=== design 1 ===
Figure 1. Wire density map (design 1).
Scale bar: 20 µm. 21 x 21 tiles, from dark purple (low) to yellow (high), scaled to the fullest tile. Values are wire area over tile area, all layers added.
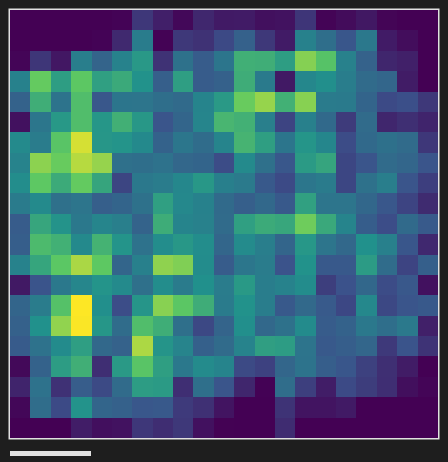

**config.mk**
```make
export PLATFORM = sky130hd
export DESIGN_NAME = pkt_rx_buffer
export DESIGN_NICKNAME = d
export VERILOG_FILES = /design/src/rtl/pkt_rx_buffer.sv
export SDC_FILE = /design/constraint.sdc
export NUM_CORES = 1
export LEC_CHECK = 0
export CAP_MARGIN = 20
export CORE_MARGIN = 1
export CORE_UTILIZATION = 56
export CTS_CLUSTER_SIZE = 16
export DETAILED_ROUTE_END_ITERATION = 16
export HOLD_SLACK_MARGIN = 0.12
export PLACE_DENSITY = 0.83
export SLEW_MARGIN = 15
export SYNTH_ARGS = -nofsm -noshare
export SYNTH_HDL_FRONTEND = slang
export SYNTH_SLANG_ARGS = --single-unit
```
**constraint.sdc**
```tcl
create_clock -name clk -period 4.5 [get_ports clk]
set_clock_uncertainty 0.15 [all_clocks]
set_input_delay 1.125 -clock clk [delete_from_list [all_inputs] [get_ports clk]]
set_output_delay 1.125 -clock clk [all_outputs]
set_load 0.05 [all_outputs]
```
**src/rtl/pkt_rx_buffer.sv**
```systemverilog
// -----------------------------------------------------------------------------
// pkt_rx_buffer
//
// Receives one 14-bit packet word per cycle from the packet register stage,
// filters it by destination address, buffers accepted packets in a FIFO and
// presents them on a show-ahead valid/ready output. The upstream stage has no
// backpressure, so packets arriving while the FIFO is full are dropped and
// counted.
//
// Ports:
//   clk         rising-edge clock
//   rst         synchronous, active-high reset
//   packet_in   [13] reserved, [12] valid, [11:8] dest, [7:0] data
//   filter_en   1 = accept only NODE_ADDR / BCAST_ADDR, 0 = accept all valid
//   out_valid   head entry available (== !empty)
//   out_ready   consumer accepts head entry
//   out_dest    dest field of head entry (0 while empty)
//   out_data    data field of head entry (0 while empty)
//   fifo_count  occupancy 0..DEPTH
//   full        fifo_count == DEPTH
//   empty       fifo_count == 0
//   filt_cnt    saturating count of valid packets rejected by the filter
//   drop_cnt    saturating count of matching packets lost to a full FIFO
//
// Output handshake: an entry transfers on a rising edge where out_valid and
// out_ready are both 1. out_valid never depends on out_ready, and the head
// fields stay stable while out_valid is 1 and out_ready is 0.
// -----------------------------------------------------------------------------
module pkt_rx_buffer #(
  parameter int          DEPTH      = 8,
  parameter logic [3:0]  NODE_ADDR  = 4'h3,
  parameter logic [3:0]  BCAST_ADDR = 4'hF,
  parameter int          CNT_W      = 16
) (
  input  logic                     clk,
  input  logic                     rst,
  input  logic [13:0]              packet_in,
  input  logic                     filter_en,
  output logic                     out_valid,
  input  logic                     out_ready,
  output logic [3:0]               out_dest,
  output logic [7:0]               out_data,
  output logic [$clog2(DEPTH):0]   fifo_count,
  output logic                     full,
  output logic                     empty,
  output logic [CNT_W-1:0]         filt_cnt,
  output logic [CNT_W-1:0]         drop_cnt
);

  localparam int AW = $clog2(DEPTH);
  localparam int CW = AW + 1;
  localparam logic [CW-1:0] FULL_CNT = CW'(DEPTH);

  // Storage and pointers. Pointers are AW bits so they wrap modulo DEPTH.
  logic [11:0]      r_mem [DEPTH];
  logic [AW-1:0]    r_wr_ptr;
  logic [AW-1:0]    r_rd_ptr;
  logic [CW-1:0]    r_count;
  logic [CNT_W-1:0] r_filt_cnt;
  logic [CNT_W-1:0] r_drop_cnt;

  // Packet decode. Bit 13 is reserved and intentionally has no effect.
  logic       w_unused_rsvd;
  logic       w_pkt_valid;
  logic [3:0] w_pkt_dest;
  logic [7:0] w_pkt_data;
  assign w_unused_rsvd = packet_in[13];
  assign w_pkt_valid   = packet_in[12];
  assign w_pkt_dest    = packet_in[11:8];
  assign w_pkt_data    = packet_in[7:0];

  logic w_full;
  logic w_empty;
  logic w_match;
  logic w_pop;
  logic w_push;
  logic w_filt;
  logic w_drop;
  logic [11:0] w_head;

  assign w_full  = (r_count == FULL_CNT);
  assign w_empty = (r_count == '0);
  assign w_match = !filter_en || (w_pkt_dest == NODE_ADDR) || (w_pkt_dest == BCAST_ADDR);
  assign w_pop   = !w_empty && out_ready;
  // A full FIFO still accepts a packet when the head leaves in the same cycle.
  assign w_push  = w_pkt_valid && w_match && (!w_full || w_pop);
  assign w_filt  = w_pkt_valid && !w_match;
  assign w_drop  = w_pkt_valid && w_match && w_full && !w_pop;
  assign w_head  = r_mem[r_rd_ptr];

  // Storage array holds data only; validity comes from r_count, so no reset.
  always_ff @(posedge clk) begin
    if (!rst && w_push) begin
      r_mem[r_wr_ptr] <= {w_pkt_dest, w_pkt_data};
    end
  end

  always_ff @(posedge clk) begin
    if (rst) begin
      r_wr_ptr   <= '0;
      r_rd_ptr   <= '0;
      r_count    <= '0;
      r_filt_cnt <= '0;
      r_drop_cnt <= '0;
    end else begin
      if (w_push) begin
        r_wr_ptr <= r_wr_ptr + AW'(1);
      end
      if (w_pop) begin
        r_rd_ptr <= r_rd_ptr + AW'(1);
      end
      case ({w_push, w_pop})
        2'b10:   r_count <= r_count + CW'(1);
        2'b01:   r_count <= r_count - CW'(1);
        default: r_count <= r_count;
      endcase
      if (w_filt && (r_filt_cnt != '1)) begin
        r_filt_cnt <= r_filt_cnt + CNT_W'(1);
      end
      if (w_drop && (r_drop_cnt != '1)) begin
        r_drop_cnt <= r_drop_cnt + CNT_W'(1);
      end
    end
  end

  assign out_valid  = !w_empty;
  assign out_dest   = w_empty ? 4'h0 : w_head[11:8];
  assign out_data   = w_empty ? 8'h00 : w_head[7:0];
  assign fifo_count = r_count;
  assign full       = w_full;
  assign empty      = w_empty;
  assign filt_cnt   = r_filt_cnt;
  assign drop_cnt   = r_drop_cnt;

endmodule

```
=== design 2 ===
## config.mk

```make
export PLATFORM = sky130hd
export DESIGN_NAME = sound_sequencer_flat
export DESIGN_NICKNAME = d
export VERILOG_FILES = /design/src/rtl/sound_sequencer_if.sv /design/src/rtl/sound_sequencer.sv /design/src/flat_wrapper.sv
export SDC_FILE = /design/constraint.sdc
export NUM_CORES = 1
export LEC_CHECK = 0
export ABC_AREA = 1
export CELL_PAD_IN_SITES_DETAIL_PLACEMENT = 1
export CELL_PAD_IN_SITES_GLOBAL_PLACEMENT = 2
export CORE_MARGIN = 2
export CORE_UTILIZATION = 23
export CTS_CLUSTER_SIZE = 24
export DETAILED_ROUTE_END_ITERATION = 7
export GPL_TIMING_DRIVEN = 0
export HOLD_SLACK_MARGIN = 0.03
export MAX_ROUTING_LAYER = met4
export PLACE_DENSITY = 0.88
export SLEW_MARGIN = 30
export SYNTH_ARGS = -nofsm -noshare
export SYNTH_HDL_FRONTEND = slang
export SYNTH_SLANG_ARGS = --single-unit
```

## constraint.sdc

```tcl
create_clock -name clock100 -period 6.3 [get_ports clock100]
set_input_delay 1.26 -clock clock100 [delete_from_list [all_inputs] [get_ports clock100]]
set_output_delay 1.26 -clock clock100 [all_outputs]
set_load 0.005 [all_outputs]
```

## src/rtl/sound_sequencer_if.sv

```systemverilog
// Requester-side bundle for the sound sequencer: level requests with their
// tone parameters going in, grant pulses and tone-generator drive coming out.
interface sound_sequencer_if #(
    parameter int NREQ = 4
);
    localparam int IW = $clog2(NREQ);

    logic [NREQ-1:0]      req;
    logic [32*NREQ-1:0]   req_period;
    logic [16*NREQ-1:0]   req_dur;
    logic [NREQ-1:0]      ack;
    logic [31:0]          period;
    logic                 audEn;
    logic                 busy;
    logic [IW-1:0]        active_id;

    modport master (
        output req, req_period, req_dur,
        input  ack, period, audEn, busy, active_id
    );

    modport slave (
        input  req, req_period, req_dur,
        output ack, period, audEn, busy, active_id
    );
endinterface

```

## src/rtl/sound_sequencer.sv

```systemverilog
// Fixed-priority note sequencer sharing one square-wave tone generator among
// NREQ requesters; higher-index requests preempt a playing note.
module sound_sequencer #(
    parameter int NREQ      = 4,
    parameter int TICK_DIV  = 100000,
    parameter int GAP_TICKS = 1
) (
    input  logic clock100,
    input  logic reset,
    sound_sequencer_if.slave bus
);
    localparam int IW = $clog2(NREQ);
    localparam int PW = $clog2(TICK_DIV);
    localparam logic [PW-1:0] PRE_LAST = PW'(TICK_DIV - 1);
    localparam logic [15:0]   GAP_LOAD = 16'(GAP_TICKS);

    typedef enum logic [1:0] {IDLE, PLAY, GAP} state_t;

    state_t          state;
    logic [PW-1:0]   pre;
    logic [15:0]     cnt;
    logic [NREQ-1:0] ack_r;
    logic [31:0]     period_r;
    logic            aud_r;
    logic            busy_r;
    logic [IW-1:0]   id_r;

    logic            top_any;
    logic [IW-1:0]   top_id;
    logic            hi_any;
    logic [IW-1:0]   hi_id;
    logic            grant;
    logic [IW-1:0]   gid;

    function automatic logic [15:0] dur_floor(input logic [15:0] d);
        return (d == 16'd0) ? 16'd1 : d;
    endfunction

    function automatic logic [15:0] dec_floor(input logic [15:0] d);
        return (d == 16'd0) ? 16'd0 : d - 16'd1;
    endfunction

    // Ascending scan: the last hit is the highest-priority set index.
    always_comb begin
        top_any = 1'b0;
        top_id  = '0;
        hi_any  = 1'b0;
        hi_id   = '0;
        for (int i = 0; i < NREQ; i++) begin
            if (bus.req[i]) begin
                top_any = 1'b1;
                top_id  = IW'(i);
                if (i > int'(id_r)) begin
                    hi_any = 1'b1;
                    hi_id  = IW'(i);
                end
            end
        end
        grant = ((state == IDLE) && top_any) || ((state == PLAY) && hi_any);
        gid   = (state == IDLE) ? top_id : hi_id;
    end

    always_ff @(posedge clock100 or posedge reset) begin
        if (reset) begin
            state    <= IDLE;
            pre      <= '0;
            cnt      <= '0;
            ack_r    <= '0;
            period_r <= '0;
            aud_r    <= 1'b0;
            busy_r   <= 1'b0;
            id_r     <= '0;
        end else begin
            ack_r <= '0;
            if (grant) begin
                period_r   <= bus.req_period[32*int'(gid) +: 32];
                id_r       <= gid;
                cnt        <= dur_floor(bus.req_dur[16*int'(gid) +: 16]);
                ack_r[gid] <= 1'b1;
                aud_r      <= 1'b1;
                busy_r     <= 1'b1;
                pre        <= '0;
                state      <= PLAY;
            end else begin
                case (state)
                    IDLE: begin
                        pre <= '0;
                    end
                    PLAY: begin
                        if (pre == PRE_LAST) begin
                            pre <= '0;
                            if (cnt <= 16'd1) begin
                                aud_r <= 1'b0;
                                if (GAP_TICKS > 0) begin
                                    cnt   <= GAP_LOAD;
                                    state <= GAP;
                                end else begin
                                    cnt    <= '0;
                                    busy_r <= 1'b0;
                                    state  <= IDLE;
                                end
                            end else begin
                                cnt <= dec_floor(cnt);
                            end
                        end else begin
                            pre <= pre + 1'b1;
                        end
                    end
                    GAP: begin
                        if (pre == PRE_LAST) begin
                            pre <= '0;
                            if (cnt <= 16'd1) begin
                                cnt    <= '0;
                                busy_r <= 1'b0;
                                state  <= IDLE;
                            end else begin
                                cnt <= dec_floor(cnt);
                            end
                        end else begin
                            pre <= pre + 1'b1;
                        end
                    end
                    default: state <= IDLE;
                endcase
            end
        end
    end

    assign bus.ack       = ack_r;
    assign bus.period    = period_r;
    assign bus.audEn     = aud_r;
    assign bus.busy      = busy_r;
    assign bus.active_id = id_r;
endmodule
```

## src/flat_wrapper.sv

```systemverilog
// flat-port wrapper written by rule: the top's interface ports become plain ports
module sound_sequencer_flat 
#(
    parameter int NREQ      = 4,
    parameter int TICK_DIV  = 100000,
    parameter int GAP_TICKS = 1
)
  (clock100, reset, bus_req, bus_req_period, bus_req_dur, bus_ack, bus_period, bus_audEn, bus_busy, bus_active_id);
  sound_sequencer_if #(.NREQ(NREQ)) bus_i ();
  input  logic clock100;
  input  logic reset;
  input wire logic [$bits(bus_i.req)-1:0] bus_req;
  input wire logic [$bits(bus_i.req_period)-1:0] bus_req_period;
  input wire logic [$bits(bus_i.req_dur)-1:0] bus_req_dur;
  output wire logic [$bits(bus_i.ack)-1:0] bus_ack;
  output wire logic [$bits(bus_i.period)-1:0] bus_period;
  output wire logic [$bits(bus_i.audEn)-1:0] bus_audEn;
  output wire logic [$bits(bus_i.busy)-1:0] bus_busy;
  output wire logic [$bits(bus_i.active_id)-1:0] bus_active_id;
  assign bus_i.req = bus_req;
  assign bus_i.req_period = bus_req_period;
  assign bus_i.req_dur = bus_req_dur;
  assign bus_ack = bus_i.ack;
  assign bus_period = bus_i.period;
  assign bus_audEn = bus_i.audEn;
  assign bus_busy = bus_i.busy;
  assign bus_active_id = bus_i.active_id;
  sound_sequencer #(.NREQ(NREQ), .TICK_DIV(TICK_DIV), .GAP_TICKS(GAP_TICKS)) u_core (.clock100(clock100), .reset(reset), .bus(bus_i));
endmodule
```

=== design 3 ===
### src/rtl/product_acc.sv
// Accumulates NTERMS signed 32-bit products into a signed ACC_W sum behind a
// ready/valid handshake. Optional macro PRODUCT_ACC_SAT_EN saturates on overflow instead of wrapping.
module product_acc #(
  parameter int ACC_W = 40,
  parameter int CNT_W = 8
) (
  input  logic             clk,
  input  logic             rst,
  input  logic             start,
  input  logic [CNT_W-1:0] nterms,
  input  logic             in_valid,
  input  logic [31:0]      in_data,
  output logic             in_ready,
  output logic             out_valid,
  output logic [ACC_W-1:0] out_data,
  input  logic             out_ready,
  output logic             busy,
  output logic             ovf
);

  typedef enum logic [1:0] {
    IDLE  = 2'd0,
    ACCUM = 2'd1,
    HOLD  = 2'd2
  } state_t;

  localparam logic [CNT_W-1:0] CNT_ZERO = {CNT_W{1'b0}};
  localparam logic [CNT_W-1:0] CNT_ONE  = {{(CNT_W-1){1'b0}}, 1'b1};

  state_t           state_r, state_s;
  logic [ACC_W-1:0] acc_r, acc_s;
  logic [CNT_W-1:0] cnt_r, cnt_s;
  logic             ovf_r, ovf_s;
  logic             in_ready_r, out_valid_r, busy_r;
  logic [ACC_W-1:0] term_s, sum_s;
  logic             add_ovf_s;

  // Signed overflow: both operands share a sign that the result does not.
  function automatic logic add_overflows(input logic [ACC_W-1:0] a,
                                         input logic [ACC_W-1:0] b,
                                         input logic [ACC_W-1:0] s);
    return (a[ACC_W-1] == b[ACC_W-1]) && (s[ACC_W-1] != a[ACC_W-1]);
  endfunction

  function automatic logic [ACC_W-1:0] sat_limit(input logic negative);
    return negative ? {1'b1, {(ACC_W-1){1'b0}}} : {1'b0, {(ACC_W-1){1'b1}}};
  endfunction

  assign term_s    = {{(ACC_W-32){in_data[31]}}, in_data};
  assign sum_s     = acc_r + term_s;
  assign add_ovf_s = add_overflows(acc_r, term_s, sum_s);

  // Next-state and datapath decode; IN_READY is high only in ACCUM, so a transfer is just in_valid there.
  always_comb begin
    state_s = state_r;
    acc_s   = acc_r;
    cnt_s   = cnt_r;
    ovf_s   = ovf_r;
    case (state_r)
      IDLE: begin
        if (start) begin
          acc_s = {ACC_W{1'b0}};
          ovf_s = 1'b0;
          if (nterms != CNT_ZERO) begin
            cnt_s   = nterms;
            state_s = ACCUM;
          end else begin
            cnt_s   = CNT_ZERO;
            state_s = HOLD;
          end
        end else begin
          state_s = IDLE;
        end
      end
      ACCUM: begin
        if (in_valid) begin
`ifdef PRODUCT_ACC_SAT_EN
          acc_s = add_ovf_s ? sat_limit(acc_r[ACC_W-1]) : sum_s;
`else
          acc_s = sum_s;
`endif
          ovf_s = ovf_r | add_ovf_s;
          cnt_s = cnt_r - CNT_ONE;
          if (cnt_r == CNT_ONE) begin
            state_s = HOLD;
          end else begin
            state_s = ACCUM;
          end
        end else begin
          state_s = ACCUM;
        end
      end
      HOLD: begin
        if (out_ready) begin
          state_s = IDLE;
        end else begin
          state_s = HOLD;
        end
      end
      default: begin
        state_s = IDLE;
      end
    endcase
  end

  // State and registered status flags, decoded from the next state so they align with it.
  always_ff @(posedge clk or posedge rst) begin
    if (rst) begin
      state_r     <= IDLE;
      acc_r       <= {ACC_W{1'b0}};
      cnt_r       <= CNT_ZERO;
      ovf_r       <= 1'b0;
      in_ready_r  <= 1'b0;
      out_valid_r <= 1'b0;
      busy_r      <= 1'b0;
    end else begin
      state_r     <= state_s;
      acc_r       <= acc_s;
      cnt_r       <= cnt_s;
      ovf_r       <= ovf_s;
      in_ready_r  <= (state_s == ACCUM);
      out_valid_r <= (state_s == HOLD);
      busy_r      <= (state_s != IDLE);
    end
  end

  assign in_ready  = in_ready_r;
  assign out_valid = out_valid_r;
  assign busy      = busy_r;
  assign out_data  = acc_r;
  assign ovf       = ovf_r;

endmodule

### config.mk
export PLATFORM = sky130hd
export DESIGN_NAME = product_acc
export DESIGN_NICKNAME = d
export VERILOG_FILES = /design/src/rtl/product_acc.sv
export SDC_FILE = /design/constraint.sdc
export NUM_CORES = 1
export LEC_CHECK = 0
export CAP_MARGIN = 25
export CORE_ASPECT_RATIO = 1.5
export CORE_MARGIN = 4
export CORE_UTILIZATION = 38
export DETAILED_ROUTE_END_ITERATION = 6
export MAX_ROUTING_LAYER = met4
export PLACE_DENSITY_LB_ADDON = 0.15
export REMOVE_ABC_BUFFERS = 1
export SYNTH_ARGS = -nofsm -noshare
export SYNTH_HDL_FRONTEND = slang
export SYNTH_SLANG_ARGS = --single-unit
### constraint.sdc
create_clock -name clk -period 2.9 [get_ports clk]
set_input_delay 0.58 -clock clk [delete_from_list [all_inputs] [get_ports clk]]
set_output_delay 0.58 -clock clk [all_outputs]
set_load 0.005 [all_outputs]
=== design 4 ===
[src/rtl/pdu_pkg.sv]
// Shared IO register map and view-select codes for the PDU breakpoint unit.
// Pure declarations: no latency, no flow control.
// Backpressure: none.
package pdu_pkg;

    localparam logic [7:0] IO_OUT0  = 8'h00;
    localparam logic [7:0] IO_READY = 8'h04;
    localparam logic [7:0] IO_OUT1  = 8'h08;
    localparam logic [7:0] IO_IN    = 8'h0C;
    localparam logic [7:0] IO_VALID = 8'h10;
    localparam logic [7:0] IO_STAT  = 8'h14;
    localparam logic [7:0] IO_BP    = 8'h18;
    localparam logic [7:0] IO_BPEN  = 8'h1C;
    localparam logic [7:0] IO_CYC   = 8'h20;

    localparam logic [31:0] OUT1_RST = 32'h1234_5678;

    typedef enum logic [1:0] {
        VIEW_OUT1 = 2'b00,
        VIEW_RF   = 2'b01,
        VIEW_MEM  = 2'b10,
        VIEW_PC   = 2'b11
    } view_t;

endpackage

[src/rtl/debounce.sv]
// Two-flop synchroniser followed by a stability counter for one raw input bit.
// Latency: 2 sync cycles plus 2^DB_BITS cycles of stable input before dout moves.
// Backpressure: none; glitches shorter than the window are discarded.
module debounce #(
    parameter int DB_BITS = 16
) (
    input  logic clk,
    input  logic rst_n,
    input  logic din,
    output logic dout
);

    logic               sync1;
    logic               sync2;
    logic [DB_BITS-1:0] cnt;

    always_ff @(posedge clk) begin
        if (!rst_n) begin
            sync1 <= 1'b0;
            sync2 <= 1'b0;
            cnt   <= '0;
            dout  <= 1'b0;
        end else begin
            sync1 <= din;
            sync2 <= sync1;
            // Count only while the synchronised level disagrees with the output.
            if (sync2 == dout) begin
                cnt <= '0;
            end else if (&cnt) begin
                dout <= sync2;
                cnt  <= '0;
            end else begin
                cnt <= cnt + 1'b1;
            end
        end
    end

endmodule

[src/rtl/pdu_bp.sv]
// Debug unit: debounced panel inputs, run/step CPU clock, PC breakpoint, cycle counter, IO regs, 7-seg scan.
// Latency: IO reads combinational; writes, clk_cpu and halt take effect at the next clk edge.
// Backpressure: none; buttons are edge-detected after debounce, IO writes always accepted.
module pdu_bp
    import pdu_pkg::*;
#(
    parameter int IN_W      = 5,
    parameter int DIGITS    = 8,
    parameter int SCAN_BITS = 20,
    parameter int DB_BITS   = 16,
    localparam int DW       = $clog2(DIGITS)
) (
    input  logic            clk,
    input  logic            rst_n,
    input  logic            run,
    input  logic            step,
    input  logic            valid,
    input  logic [IN_W-1:0] in,
    output logic            clk_cpu,
    output logic [1:0]      check,
    output logic [IN_W-1:0] out0,
    output logic            ready,
    output logic            halted,
    output logic [DW-1:0]   an,
    output logic [3:0]      seg,
    input  logic [7:0]      io_addr,
    input  logic [31:0]     io_dout,
    input  logic            io_we,
    output logic [31:0]     io_din,
    output logic [7:0]      m_rf_addr,
    input  logic [31:0]     rf_data,
    input  logic [31:0]     m_data,
    input  logic [31:0]     pc
);

    logic            run_db, step_db, valid_db;
    logic [IN_W-1:0] in_db;
    logic            run_q, step_q, valid_q;
    logic            run_p, step_p, valid_pn;

    logic                 skip;
    logic                 bp_en;
    logic [31:0]          bp;
    logic [31:0]          cyc;
    logic [IN_W-1:0]      out0_r;
    logic [31:0]          out1_r;
    logic                 ready_r;
    logic [SCAN_BITS-1:0] scan;
    logic [31:0]          value;

    logic hit, clr_halt, cpu_nxt, cpu_rise;

    debounce #(.DB_BITS(DB_BITS)) u_db_run   (.clk(clk), .rst_n(rst_n), .din(run),   .dout(run_db));
    debounce #(.DB_BITS(DB_BITS)) u_db_step  (.clk(clk), .rst_n(rst_n), .din(step),  .dout(step_db));
    debounce #(.DB_BITS(DB_BITS)) u_db_valid (.clk(clk), .rst_n(rst_n), .din(valid), .dout(valid_db));

    for (genvar i = 0; i < IN_W; i++) begin : g_in
        debounce #(.DB_BITS(DB_BITS)) u_db_in (.clk(clk), .rst_n(rst_n), .din(in[i]), .dout(in_db[i]));
    end

    assign run_p    = run_db & ~run_q;
    assign step_p   = step_db & ~step_q;
    assign valid_pn = valid_db ^ valid_q;

    always_comb begin
        hit      = run_db & ~clk_cpu & ~halted & bp_en & (pc == bp) & ~skip;
        clr_halt = run_p | (io_we && io_addr == IO_BPEN);
        if (run_db && !halted) begin
            // A breakpoint hit parks the CPU clock low instead of raising it.
            cpu_nxt = hit ? 1'b0 : ~clk_cpu;
        end else begin
            cpu_nxt = step_p;
        end
        cpu_rise = cpu_nxt & ~clk_cpu;
    end

    always_ff @(posedge clk) begin
        if (!rst_n) begin
            run_q   <= 1'b0;
            step_q  <= 1'b0;
            valid_q <= 1'b0;
            clk_cpu <= 1'b0;
            halted  <= 1'b0;
            skip    <= 1'b0;
            check   <= 2'b00;
            out0_r  <= '1;
            out1_r  <= OUT1_RST;
            ready_r <= 1'b1;
            bp      <= '0;
            bp_en   <= 1'b0;
            cyc     <= '0;
            scan    <= '0;
        end else begin
            run_q   <= run_db;
            step_q  <= step_db;
            valid_q <= valid_db;
            clk_cpu <= cpu_nxt;
            scan    <= scan + 1'b1;

            // Clearing a halt arms skip so the core can step off the breakpoint PC.
            if (clr_halt) begin
                halted <= 1'b0;
                skip   <= 1'b1;
            end else begin
                if (hit)      halted <= 1'b1;
                if (cpu_rise) skip   <= 1'b0;
            end

            if (io_we && io_addr == IO_CYC) begin
                cyc <= '0;
            end else if (cpu_rise) begin
                cyc <= cyc + 32'd1;
            end

            if (io_we) begin
                case (io_addr)
                    IO_OUT0:  out0_r  <= io_dout[IN_W-1:0];
                    IO_READY: ready_r <= io_dout[0];
                    IO_OUT1:  out1_r  <= io_dout;
                    IO_BP:    bp      <= io_dout;
                    IO_BPEN:  bp_en   <= io_dout[0];
                    default: ;
                endcase
            end

            if (run_db || step_p) begin
                check <= 2'b00;
            end else if (valid_pn) begin
                check <= check - 2'd1;
            end
        end
    end

    always_comb begin
        m_rf_addr             = '0;
        m_rf_addr[IN_W-1:0]   = in_db;
    end

    always_comb begin
        io_din = '0;
        case (io_addr)
            IO_IN:    io_din[IN_W-1:0] = in_db;
            IO_VALID: io_din[0]        = valid_db;
            IO_STAT:  io_din[1:0]      = {bp_en, halted};
            IO_BP:    io_din           = bp;
            IO_BPEN:  io_din[0]        = bp_en;
            IO_CYC:   io_din           = cyc;
            default: ;
        endcase
    end

    always_comb begin
        out0  = '0;
        value = '0;
        ready = 1'b0;
        case (check)
            VIEW_OUT1: begin
                out0  = out0_r;
                value = out1_r;
                ready = ready_r;
            end
            VIEW_RF: begin
                out0  = in_db;
                value = rf_data;
            end
            VIEW_MEM: begin
                out0  = in_db;
                value = m_data;
            end
            default: begin
                value = pc;
            end
        endcase
    end

    assign an  = scan[SCAN_BITS-1 -: DW];
    assign seg = 4'(value >> {an, 2'b00});

endmodule

[config.mk]
export PLATFORM = sky130hd
export DESIGN_NAME = pdu_bp
export DESIGN_NICKNAME = d
export VERILOG_FILES = /design/src/rtl/pdu_pkg.sv /design/src/rtl/debounce.sv /design/src/rtl/pdu_bp.sv
export SDC_FILE = /design/constraint.sdc
export NUM_CORES = 1
export LEC_CHECK = 0
export CORE_MARGIN = 2
export CORE_UTILIZATION = 55
export CTS_CLUSTER_DIAMETER = 50
export DETAILED_ROUTE_END_ITERATION = 8
export GPL_TIMING_DRIVEN = 0
export MAX_ROUTING_LAYER = met4
export PLACE_DENSITY = 0.88
export SYNTH_ARGS = -nofsm -noshare
export SYNTH_HDL_FRONTEND = slang
export SYNTH_HIERARCHICAL = 1
export SYNTH_SLANG_ARGS = --single-unit
[constraint.sdc]
create_clock -name clk -period 2.79 [get_ports clk]
set_input_delay 0.4185 -clock clk [delete_from_list [all_inputs] [get_ports clk]]
set_output_delay 0.4185 -clock clk [all_outputs]
set_load 0.05 [all_outputs]
Figure 2. The metal 2 layer (design 1).
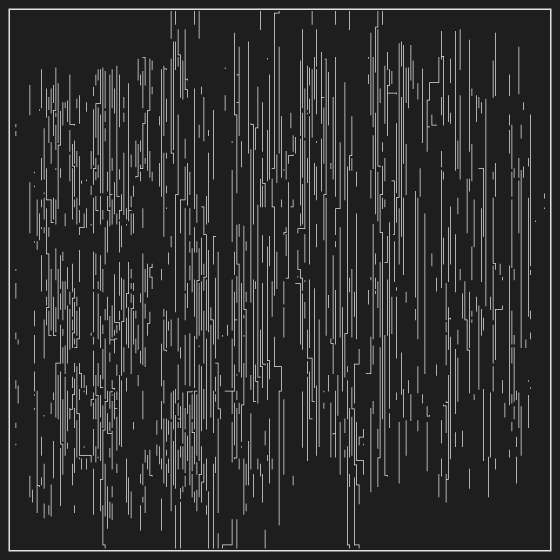
longest straight run = 40.5 µm
nets with wire on the layer = 496
share of all routed wire = 52%
wire length on this layer = 6080 µm
main direction = vertical

Notes on Figure 1 above:
tiles over half the peak = 22%
fullest tile = 0.48
densest ninth of the die = west
mean over tiles = 0.17
emptiest ninth of the die = south-east
WL/cell: 17.68 µm
wirelength, routed: 11.77 mm
Total GRT Usage: 0.2255
via count: 3860

==> ci_impl_report.md, design 1 <==
## Synthesis and layout report

| Metric | Value |
|---|---|
| Status | `finished, final reports clean` |
| GR Util met1 | `0.2862` |
| Top cells, area | `edfxtp_1 (48%), dfxtp_1 (15%), mux4_2 (9.0%)` |
| Placed Cells | `634` |
| Cell Count, Final, Fillers Out | `666` |
| Clock Buffer Count | `17` |
| Largest stage delay, worst path | `0.90 ns` |
| Vias in the first global route | `3801` |
| CTS Buf Count | `17` |
| Area delta synth->final | `23.16%` |
| Startpoint types | `flop` |
| Pin count of the biggest net entering global routing | `49` |
| R2r endpoint | `fifo_count[3]` |
| Dpl hpwl | `7.425 mm` |
| Crit-path cells | `or4_1 > inv_1 > clkdlybuf4s50_1` |
| Hold Slack | `0.3572 ns` |
| Worst skew pair latency | `0.52 ns` |
| Critical Path Sink | `empty` |
| Average size of a mapped cell | `13.71 µm²` |
| Most frequent cell after synthesis | `edfxtp_1` |
| Final setup fails | `0` |
| Slew HR | `0.4441` |
| Hold_buf cts | `0` |
| Logic area | `2135 µm²` |
-- design 1: cells by family (layout without fill, tap and decap cells) --
logic type               Yosys count  in the layout  synth area share
AND/OR/NAND/NOR                  162            162            0.1386
XOR/XNOR                          29             29           0.04219
multiplexers                      41             41            0.1203
adder cells (fa/ha/maj)            7              7           0.01580
flip-flops                       141            141            0.6286
AND-OR/OR-AND                     33             33           0.03555
buffers and inverters             26            117           0.01892
-- design 1: power by group through the flow --
stage | registers, W | logic (W) | clock network (W)
global route | 0.00146 | 0.00124 | 0.00133
floorplan | 0.00153 | 0.000818 | 0
finish | 0.00146 | 0.00117 | 0.00125
global placement | 0.00148 | 0.00117 | 0
CTS | 0.00146 | 0.00119 | 0.00127
detailed placement | 0.00149 | 0.00119 | 0
-- design 1: flip-flops by register name, indices dropped and copies added (netlist names), named ones only --
name,flops
drop_cnt,16
fifo_count,4
filt_cnt,16
r_mem,96
r_rd_ptr,3
r_wr_ptr,3
-- design 1: metal layers --
metal  share of wire  vias to the layer above
met4          0.0043                        0
li1                -                     1830
met2            0.52                      132
met3           0.066                        6
met1            0.41                     1892
met5               0                        -
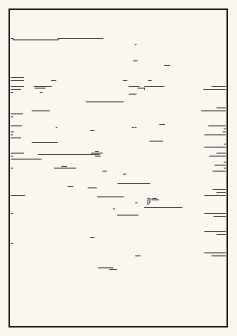
Figure 3: design 3, the metal 3 layer.
share of all routed wire = 3.2%
main direction = horizontal
via count: 5002
met3 Use GR: 0.02697
wirelength, routed: 14.87 mm

==> ci_impl_report.md, design 3 <==
## Synthesis and layout report

| Metric | Value |
|---|---|
| Status | `finished, final reports clean` |
| Area leader share | `0.2957` |
| Top cells, area | `dfrtp_1 (30%), ha_1 (11%), nand2_1 (5.9%)` |
| EDFF count, synth | `0` |
| Core area | `11650 µm²` |
| WL met3 | `481 µm` |
| Chip Area, Yosys | `4569 µm²` |
| Sinks on Clock Net | `54` |
| Leakage | `3.306 nW` |
| Total GRT Usage | `0.2184` |
| Biggest combinational cell group after synthesis | `AND-OR/OR-AND gates` |
| Tool Warnings | `27` |
| Fin. max-slew vios | `0` |
| Synth unique cells | `67` |
| Xor+xnor area frac | `0.05750` |
| Final setup fails | `0` |
| Critical path launch point | `in_data[12]` |
| Startpoint types | `input pin` |
| Pin count of the biggest net entering global routing | `55` |
| Worst setup margin | `0.08758 ns` |
| Htree depth | `2` |
| GRT overflow | `0` |
| Signal inverters | `13` |
| Worst Path Buf+Inv | `2` |
| # port buffers | `88` |
| Max FFs per register | `40` |
| Layout cells sized above 1 | `0.2676` |
| Ys Warns | `0` |
## design 3: synth_stat cells (6+ instances only)
master	count
inv_1	13
a31oi_1	8
nor3_1	16
nor4_1	6
o21ai_0	51
a21o_1	25
a211oi_1	8
o211ai_1	6
nor2_1	34
and2_1	9
ha_1	41
nand2_1	72
nand3_1	9
a21oi_1	51
and3_1	11
clkbuf_1	19
xor2_1	16
dfrtp_1	54
xnor2_1	14
## design 3: power by group
group / internal, W / switching (W) / total (W)
sequential: 0.00112 / 0.000377 / 0.00149
clock: 0.000326 / 0.000316 / 0.000643
combinational: 0.00294 / 0.00257 / 0.00551
total: 0.00438 / 0.00327 / 0.00765
## design 3: what timing repair did
item / in CTS / in global routing
gates resized: 26 / 46
endpoints found under the setup margin: 13 / 18
gates cloned: 0 / 0
endpoints found under the hold margin: 0 / 0
buffers inserted: 0 / 5
hold buffers: 0 / 0
pin swaps: 17 / 30
## design 3: per-stage QoR
step                area (µm²)  hold WS, ns    util  cells
floorplan                 4466       0.4703       -    533
global placement          6533       0.4887  0.5607    903
detailed placement        6533       0.5018  0.5607    903
CTS                       6773       0.5193  0.5813    911
global route              7108       0.5518  0.6101    916
finish                    7108       0.5137  0.6101    916
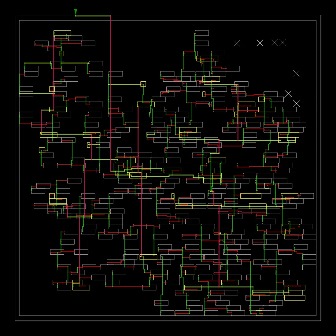
Figure 4: design 4, clock routing.
Worst Skew: 0.01881 ns
Clock net power: 0.00417 W

==> ci_impl_report.md, design 4 <==
## Synthesis and layout report

| Metric | Value |
|---|---|
| Synth area leader | `dfxtp_1` |
| Worst setup margin | `-0.4578 ns` |
| Worst skew pair latency | `0.57 ns` |
| Max FO, Critical Path | `10` |
| Worst Path Arrival | `2.83 ns` |
| Hold Startpoint | `u_db_valid/sync1` |
| Drc violations | `9` |
| Status | `complete, but fails checks` |
| Failing checks | `DRC, setup timing` |
| Fin crit share | `1.164` |
| Most frequent cell after synthesis | `dfxtp_1` |
| Final setup fails | `4` |
| Cell Count, Final, Fillers Out | `2153` |
| Mean number of vias per cell | `6.038` |
| Cells on Worst Hold Path | `1` |
| Synth Flop Type | `dfxtp_1` |
## design 4: where the power goes
group          internal (W)  leakage (nW)  switching [W]
Sequential          0.00406          2.29      0.0000148
Clock               0.00247         0.505        0.00170
Combinational      0.000243          3.33       0.000191
Total               0.00677          6.12        0.00191
## design 4: layer usage
layer  global-route usage  vias to the layer above  part of all wire
met1               0.4114                     6138              0.40
met4               0.1150                        0             0.047
li1                     -                     6019                 -
met3              0.04444                      162             0.094
met5                    -                        -                 0
met2               0.4981                      680              0.46
## design 4: registers in the layout, summed over array words and instances (netlist names), 2 cells and up
register,cells
out0_r,5
scan,20
u_db_step/cnt,16
g_in.u_db_in/sync2,5
out1_r,32
u_db_run/cnt,16
u_db_valid/cnt,16
bp,32
check,2
g_in.u_db_in/dout,5
g_in.u_db_in/sync1,5
g_in.u_db_in/cnt,80
cyc,32
## design 4: timing repair
action,4_1_cts,5_1_grt
endpoints found under the hold margin,0,0
pin swaps,10,8
gates cloned,1,0
setup buffers,3,1
endpoints found under the setup margin,52,38
gates resized,247,41
## design 4: stage by stage
step	area, µm²	util
floorplan	13980	-
global placement	16380	0.6542
detailed placement	16380	0.6542
CTS	17450	0.6970
global route	17520	0.6998
finish	17520	0.6999
Figure 5. The metal 3 layer (design 2).
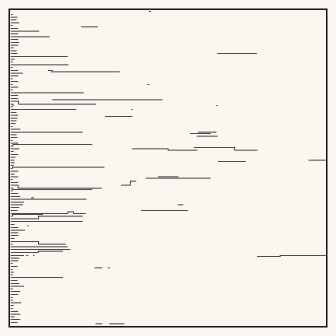
longest straight run = 53.1 µm
nets with wire on the layer = 128
wire length on this layer = 1310 µm
share of all routed wire = 6.0%
main direction = horizontal

==> ci_impl_report.md, design 2 <==
## Synthesis and layout report

| Metric | Value |
|---|---|
| Chip width | `153.4 µm` |
| Worst skew pair latency | `0.34 ns` |
| Placed Cells | `1280` |
| Leakage | `3.656 nW` |
| Non-CTS buffers | `279` |
| Mapped Cells | `762` |
| WL met3 | `1.307 mm` |
| Xor+xnor area frac | `0.03241` |
| Met1 wire length | `8.895 mm` |
| Clk slew on worst S/H paths | `0.07 ns` |
| Status | `finished, final reports clean` |
| Htree depth | `3` |
| Worst Path Buf+Inv | `5` |
| Post-Synth Adder-Cell Area | `0.01949` |
| Final setup TNS | `0 ns` |
| Startpoint types | `input pin` |
| Reg area | `1877 µm²` |
| MUX area fraction | `0.001949` |
| ANT cells | `1` |
| Worst-Margin Slew | `0.6274 ns` |
design 2: path summary, 6_finish.rpt:
check                                startpoint                    to  slack, ns  cells after the start
setup / recovery                     bus_req[2]  u_core.bus.period[5]       3.08                     12
hold reg to reg            u_core.bus.period[4]  u_core.bus.period[4]       0.48                      2
min in group asynchronous                 reset        u_core.cnt[13]       1.29                      2
max in group asynchronous                 reset         u_core.cnt[9]       4.48                      3
hold / removal             u_core.bus.period[4]  u_core.bus.period[4]       0.48                      2
setup reg to reg                u_core.state[0]  u_core.bus.period[5]       3.77                     12
design 2: flip-flops by register name, indices dropped and copies added, names as in the netlist:
name,count
u_core.bus.audEn,1
u_core.state,2
u_core.bus.ack,4
u_core.pre,17
u_core.bus.active_id,2
u_core.bus.period,32
u_core.bus.busy,1
u_core.cnt,16
design 2: power breakdown:
part           switching [W]  internal, W
Clock               0.000227     0.000312
Combinational      0.0000729     0.000132
Sequential                 0     0.000481
Total               0.000300     0.000926

=== design 5 ===
Figure 6. M4 wires (design 5).
Scale bar: 50 µm. Supply wires on this layer in grey. Cells faint in the background.
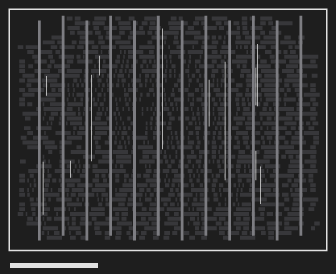

**config.mk**
```make
export PLATFORM = sky130hd
export DESIGN_NAME = la_csaacc
export DESIGN_NICKNAME = d
export VERILOG_FILES = /design/src/rtl/la_csaacc.sv
export SDC_FILE = /design/constraint.sdc
export NUM_CORES = 1
export LEC_CHECK = 0
export ABC_AREA = 1
export CELL_PAD_IN_SITES_DETAIL_PLACEMENT = 1
export CELL_PAD_IN_SITES_GLOBAL_PLACEMENT = 1
export CORE_ASPECT_RATIO = 0.75
export CORE_MARGIN = 3
export CORE_UTILIZATION = 35
export DETAILED_ROUTE_END_ITERATION = 8
export HOLD_SLACK_MARGIN = 0.15
export PLACE_DENSITY_LB_ADDON = 0.1
export SLEW_MARGIN = 20
export SYNTH_ARGS = -nofsm -noshare
export SYNTH_HDL_FRONTEND = slang
export SYNTH_SLANG_ARGS = --single-unit
```
**constraint.sdc**
```tcl
create_clock -name clk -period 1.8 [get_ports clk]
set_input_delay 0.36 -clock clk [delete_from_list [all_inputs] [get_ports clk]]
set_output_delay 0.36 -clock clk [all_outputs]
set_load 0.01 [all_outputs]
```
**src/rtl/la_csaacc.sv**
```systemverilog
// la_csaacc: carry-save multi-operand accumulator; 4:2 compression per beat,
// one carry-propagate add per packet, result returned over valid/ready.
module la_csaacc #(
  parameter int    N      = 32,
  parameter int    G      = 4,
  parameter bit    SIGNED = 1'b0,
  parameter string PROP   = "DEFAULT"
) (
  input  logic           clk,
  input  logic           nreset,
  input  logic           clear,
  input  logic           in_valid,
  output logic           in_ready,
  input  logic [N-1:0]   in_a,
  input  logic [N-1:0]   in_b,
  input  logic           in_last,
  output logic           out_valid,
  input  logic           out_ready,
  output logic [N+G-1:0] out_data,
  output logic           out_ovf
);
  localparam int W = N + G;
  typedef enum logic [1:0] {ACC, RES, OUT} state_e;
  state_e       state_q, state_d;
  logic [W-1:0] acc_s_q, acc_s_d, acc_c_q, acc_c_d, data_q, data_d;
  logic [W-1:0] ext_a, ext_b, s1, k1, s2, k2;
  logic [G:0]   cnt_q, cnt_d;
  logic         ovf_q, ovf_d, accept;
  assign ext_a = SIGNED ? {{G{in_a[N-1]}}, in_a} : {{G{1'b0}}, in_a};
  assign ext_b = SIGNED ? {{G{in_b[N-1]}}, in_b} : {{G{1'b0}}, in_b};
  // two 3:2 rows; the left shifts discard the carry out of bit W-1
  assign s1 = acc_s_q ^ acc_c_q ^ ext_a;
  assign k1 = ((acc_s_q & acc_c_q) | (acc_s_q & ext_a) | (acc_c_q & ext_a)) << 1;
  assign s2 = s1 ^ k1 ^ ext_b;
  assign k2 = ((s1 & k1) | (s1 & ext_b) | (k1 & ext_b)) << 1;
  assign in_ready  = state_q == ACC;
  assign out_valid = state_q == OUT;
  assign out_data  = data_q;
  assign out_ovf   = ovf_q;
  assign accept    = in_valid & in_ready;
  always_comb begin
    state_d = state_q;
    acc_s_d = acc_s_q;
    acc_c_d = acc_c_q;
    cnt_d   = cnt_q;
    data_d  = data_q;
    ovf_d   = ovf_q;
    if (clear) begin
      state_d = ACC;
      acc_s_d = '0;
      acc_c_d = '0;
      cnt_d   = '0;
    end else if (state_q == ACC) begin
      if (accept) begin
        acc_s_d = s2;
        acc_c_d = k2;
        cnt_d   = cnt_q + {{G{1'b0}}, ~&cnt_q};
        state_d = in_last ? RES : ACC;
      end
    end else if (state_q == RES) begin
      data_d  = acc_s_q + acc_c_q;
      ovf_d   = cnt_q > (G+1)'(2 ** (G - 1));
      acc_s_d = '0;
      acc_c_d = '0;
      cnt_d   = '0;
      state_d = OUT;
    end else if (out_ready) begin
      state_d = ACC;
    end
  end
  always_ff @(posedge clk or negedge nreset) begin
    if (!nreset) begin
      state_q <= ACC;
      acc_s_q <= '0;
      acc_c_q <= '0;
      cnt_q   <= '0;
      data_q  <= '0;
      ovf_q   <= 1'b0;
    end else begin
      state_q <= state_d;
      acc_s_q <= acc_s_d;
      acc_c_q <= acc_c_d;
      cnt_q   <= cnt_d;
      data_q  <= data_d;
      ovf_q   <= ovf_d;
    end
  end
endmodule
```
=== design 6 ===
$ cat config.mk
export PLATFORM = sky130hd
export DESIGN_NAME = fetch_unit
export DESIGN_NICKNAME = d
export VERILOG_FILES = /design/src/rtl/fetch_unit.sv
export SDC_FILE = /design/constraint.sdc
export NUM_CORES = 1
export LEC_CHECK = 0
export CORE_AREA = 5 5 90 92
export CTS_CLUSTER_DIAMETER = 200
export DETAILED_ROUTE_END_ITERATION = 6
export DIE_AREA = 0 0 95 97
export GPL_ROUTABILITY_DRIVEN = 1
export PLACE_DENSITY = 0.84
export SKIP_LAST_GASP = 1
export SLEW_MARGIN = 15
export SYNTH_ARGS = -nofsm -noshare
export SYNTH_HDL_FRONTEND = slang
export SYNTH_SLANG_ARGS = --single-unit
$ cat constraint.sdc
create_clock -name clk -period 6.1 [get_ports clk]
set_input_delay 1.83 -clock clk [delete_from_list [all_inputs] [get_ports clk]]
set_output_delay 1.83 -clock clk [all_outputs]
set_load 0.02 [all_outputs]
$ cat src/rtl/fetch_unit.sv
// Instruction fetch unit and single-port memory arbiter: owns the PC, feeds decode through a
// valid/ready register slice and lends the memory port to the load/store path for one cycle.
module fetch_unit #(
    parameter int                ADDR_W   = 16,
    parameter int                DATA_W   = 16,
    parameter logic [ADDR_W-1:0] RESET_PC = '0
) (
    input  logic              clk,
    input  logic              reset,
    output logic [ADDR_W-1:0] mem_addr,
    output logic              mem_en_write,
    output logic [DATA_W-1:0] mem_wdata,
    input  logic [DATA_W-1:0] mem_rdata,
    output logic [DATA_W-1:0] instr,
    output logic [ADDR_W-1:0] instr_pc,
    output logic              instr_valid,
    input  logic              instr_ready,
    input  logic              redirect,
    input  logic [ADDR_W-1:0] redirect_pc,
    input  logic              ls_req,
    input  logic              ls_we,
    input  logic [ADDR_W-1:0] ls_addr,
    input  logic [DATA_W-1:0] ls_wdata,
    output logic [DATA_W-1:0] ls_rdata,
    output logic              ls_done,
    output logic [1:0]        dbg_state
);

    typedef enum logic [1:0] {
        S_FETCH = 2'd0,
        S_LS    = 2'd1,
        S_GAP   = 2'd2
    } state_t;

    state_t            state_q;
    state_t            state_d;
    logic [ADDR_W-1:0] pc;
    logic              fetch_fire;

    assign dbg_state = state_q;

    always_ff @(posedge clk) begin
        if (reset) begin
            state_q <= S_FETCH;
        end else begin
            state_q <= state_d;
        end
    end

    // S_GAP hands the port back to fetch for a cycle so back-to-back accesses cannot starve it.
    always_comb begin
        state_d      = state_q;
        mem_addr     = pc;
        mem_en_write = 1'b0;
        mem_wdata    = '0;
        ls_done      = 1'b0;
        case (state_q)
            S_FETCH: begin
                if (ls_req) begin
                    state_d = S_LS;
                end
            end
            S_LS: begin
                state_d      = S_GAP;
                mem_addr     = ls_addr;
                mem_en_write = ls_we;
                mem_wdata    = ls_wdata;
            end
            S_GAP: begin
                state_d = S_FETCH;
                ls_done = 1'b1;
            end
            default: begin
                state_d = S_FETCH;
            end
        endcase
    end

    // Handshake: a word moves to decode on a cycle where instr_valid && instr_ready; while
    // instr_valid is high and instr_ready low, instr/instr_pc hold. Redirect drops the word.
    assign fetch_fire = (state_q != S_LS) && !redirect && (!instr_valid || instr_ready);

    always_ff @(posedge clk) begin
        if (reset) begin
            pc          <= RESET_PC;
            instr       <= '0;
            instr_pc    <= '0;
            instr_valid <= 1'b0;
            ls_rdata    <= '0;
        end else begin
            if (redirect) begin
                pc          <= redirect_pc;
                instr_valid <= 1'b0;
            end else if (fetch_fire) begin
                instr       <= mem_rdata;
                instr_pc    <= pc;
                instr_valid <= 1'b1;
                pc          <= pc + ADDR_W'(1);
            end else if (instr_valid && instr_ready) begin
                instr_valid <= 1'b0;
            end
            // The load/store access completes regardless of a redirect in the same cycle.
            if (state_q == S_LS && !ls_we) begin
                ls_rdata <= mem_rdata;
            end
        end
    end

endmodule


==> notes/layouts.md <==
Pictures saved along the way, in no particular order.

Met1 routing.
Supply wires on this layer in grey.
panel A
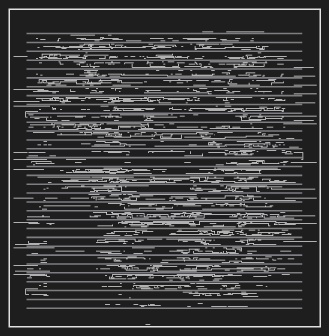
panel B
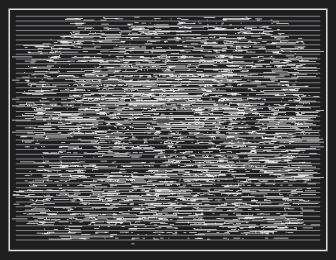
design 5: panel B
design 6: panel A

Key to panel A:
wire length on this layer = 3900 µm
nets with wire on the layer = 526
main direction = horizontal
longest straight run = 26.2 µm
share of all routed wire = 40%

Figure 7. The metal 2 layer (design 6).
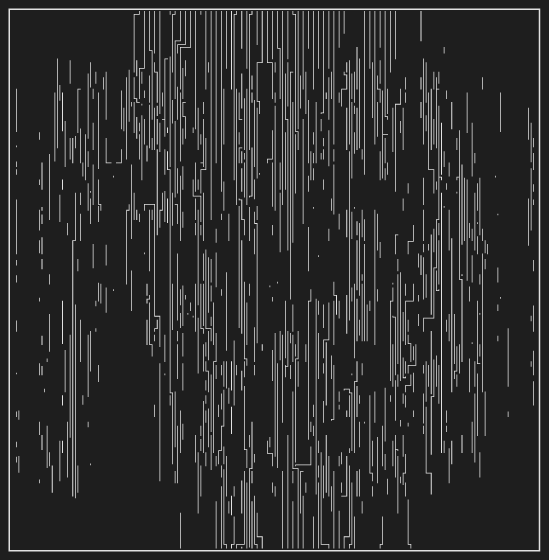
longest straight run = 46.6 µm
nets with wire on the layer = 499
share of all routed wire = 50%
wirelength, routed: 9.728 mm
via count: 3226
met2 global-route usage: 0.3471

Figure 8. Clock routing (design 6).
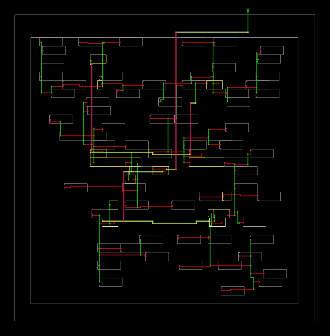
worst skew pair latency: 0.34 ns
seq_cells: 67
Clock net power: 0.000405 W

==> ci_impl_report.md, design 6 <==
## Synthesis and layout report

| Metric | Value |
|---|---|
| Crit path top cell by count | `clkdlybuf4s50_1` |
| CP endpoint kind | `output pin` |
| Synth async-reset ratio | `0` |
| CTS Buf Count | `9` |
| Boundary Pins | `155` |
| Synth area leader | `dfxtp_1` |
| Worst Path Buf+Inv | `2` |
| Worst-Margin Slew | `1.134 ns` |
| Chip height | `97 µm` |
| Hold Startpoint | `instr[3]` |
| Vias in the first global route | `3176` |
| Slew HR | `0.2411` |
| #FFs+latches synth | `67` |
| MUX area fraction | `0` |
| Tool Warnings | `26` |
| Max FO, Critical Path | `1` |
| Clk slew on worst S/H paths | `0.08 ns` |
| Largest stage delay, worst path | `0.64 ns` |
| Top Layer Used | `met4` |
| Dpl ws | `1.184 ns` |
| HP Class | `flop to flop` |
| CTS Root Cell | `clkbuf_8` |
| Worst Path Arrival | `3.08 ns` |
| Average size of a mapped cell | `7.370 µm²` |
| Status | `finished, final reports clean` |
| Layout cells sized above 1 | `0.04779` |
| P_sw | `0.0003121 W` |
| Placer congestion estimate | `0.8056` |
==> design 6: layout make-up <==
cell class	instances	area (µm²)
clock inverter	6	88.84
sequential	67	1341
multi-input combinational	299	1489
timing repair buffer	157	1559
clock buffer	10	127.6
fill	625	2389
tap	99	123.9
inverter	5	18.77
==> design 6: metrics by stage <==
step	total power, W	area, µm²	hold WS [ns]
4_1_cts	0.001125	4748	0.4572
3_3_place_gp	0.0007193	4532	0.4412
2_1_floorplan	0.0005959	2948	0.4319
3_5_place_dp	0.0007248	4532	0.4464
5_1_grt	0.001168	4748	0.4723
6_report	0.001119	4748	0.4559
==> design 6: worst max-delay path by stage <==
stage / slack [ns] / from / to / depth (start not counted)
2_1_floorplan: 2.18 / ls_addr[12] / mem_addr[12] / 2
3_3_place_gp: 1.18 / ls_addr[2] / mem_addr[2] / 4
3_5_place_dp: 1.18 / ls_addr[14] / mem_addr[14] / 4
4_1_cts: 1.18 / ls_addr[14] / mem_addr[14] / 4
5_1_grt: 1.13 / ls_addr[14] / mem_addr[14] / 4
6_report: 1.19 / ls_addr[14] / mem_addr[14] / 4
Figure 9. The metal 3 layer (design 5).
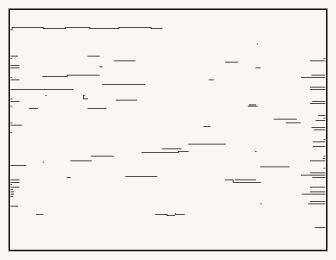
nets with wire on the layer = 70
share of all routed wire = 2.7%
wire length on this layer = 722 µm
main direction = horizontal
longest straight run = 35.6 µm
via count: 7339
wirelength, routed: 27.24 mm
met3 Use GR: 0.04038

Notes on Figure 6 above:
longest straight run = 68.7 µm
main direction = vertical
nets with wire on the layer = 7
share of all routed wire = 1.4%
wire length on this layer = 367 µm

==> ci_impl_report.md, design 5 <==
## Synthesis and layout report

| Metric | Value |
|---|---|
| Status | `complete, but fails checks` |
| Failing checks | `setup timing` |
| Worst setup margin | `-0.1813 ns` |
| Dpl ws | `-0.4513 ns` |
| Reg-to-reg slack, setup | `-0.18 ns` |
| Chip width | `180.4 µm` |
| Boundary Pins | `109` |
| Area leader share | `0.3604` |
| Worst Skew | `0.01396 ns` |
| Fmax | `0.5047 GHz` |
| Core area | `22230 µm²` |
| Fin. max-slew vios | `0` |
| Top Layer Used | `met4` |
| Biggest combinational cell group after synthesis | `adder cells` |
| Htree depth | `4` |
| Vias in the first global route | `7918` |
| Met1 wire length | `12.81 mm` |
| Total GRT Usage | `0.2198` |
| Synth async-reset ratio | `1.000` |
| Final setup fails | `56` |
## design 5: power by group
group	internal [W]	switching, W	total, W
clock	0.00210	0.00133	0.00343
combinational	0.00254	0.00209	0.00463
sequential	0.00305	0.000459	0.00351
total	0.00769	0.00388	0.0116
## design 5: timing repair
item,CTS,global route
gates cloned,0,0
endpoints found under the hold margin,21,0
setup buffers,18,17
pin swaps,85,66
gates resized,192,127
endpoints found under the setup margin,60,70
hold buffers,1,0
## design 5: cell type report
cell class              instances  area [µm²]
clock buffers                  19       452.9
clock inverters                13       135.1
fillers                      2422        9505
inverters                     106       400.4
multi-input cells             650        5801
flip-flops and latches        115        2890
well taps                     294       367.9
repair buffers                281        2676
## design 5: critical path, stage by stage, from the launching register on
cell and delay [ns]:
dfrtp_1 0.41, ha_4 0.33, nand2_1 0.11, buf_4 0.15, nor2_2 0.18, a21oi_1 0.13
nor2_1 0.20, nor2_1 0.10, nand2_1 0.08, nand2_1 0.05, nand3_1 0.06, nand2_1 0.05
## design 5: per-stage QoR
stage                     total power, W  hold WS (ns)
final                            0.01157        0.3979
after global routing             0.01227        0.4251
after CTS                        0.01134        0.3892
after detailed placement        0.007186        0.3096
after global placement          0.007056        0.3023
after floorplan                 0.005221       0.06441


==> screenshots <==
The metal 3 layer.
Plate I
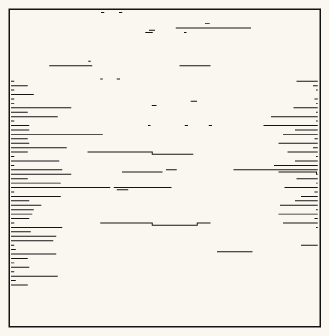
Plate II
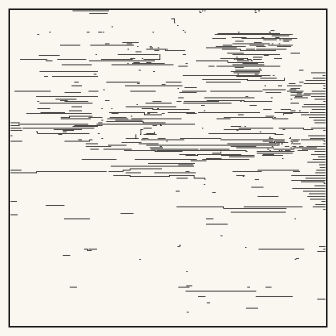
Plate III
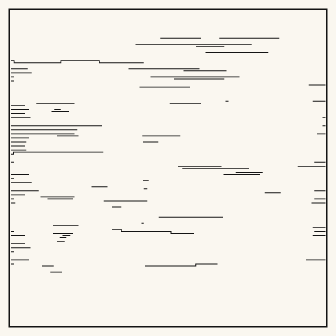
- design 4 = Plate II
- design 1 = Plate III
- design 6 = Plate I

Power figures rest on the tool's default switching activity, not on a simulated workload.
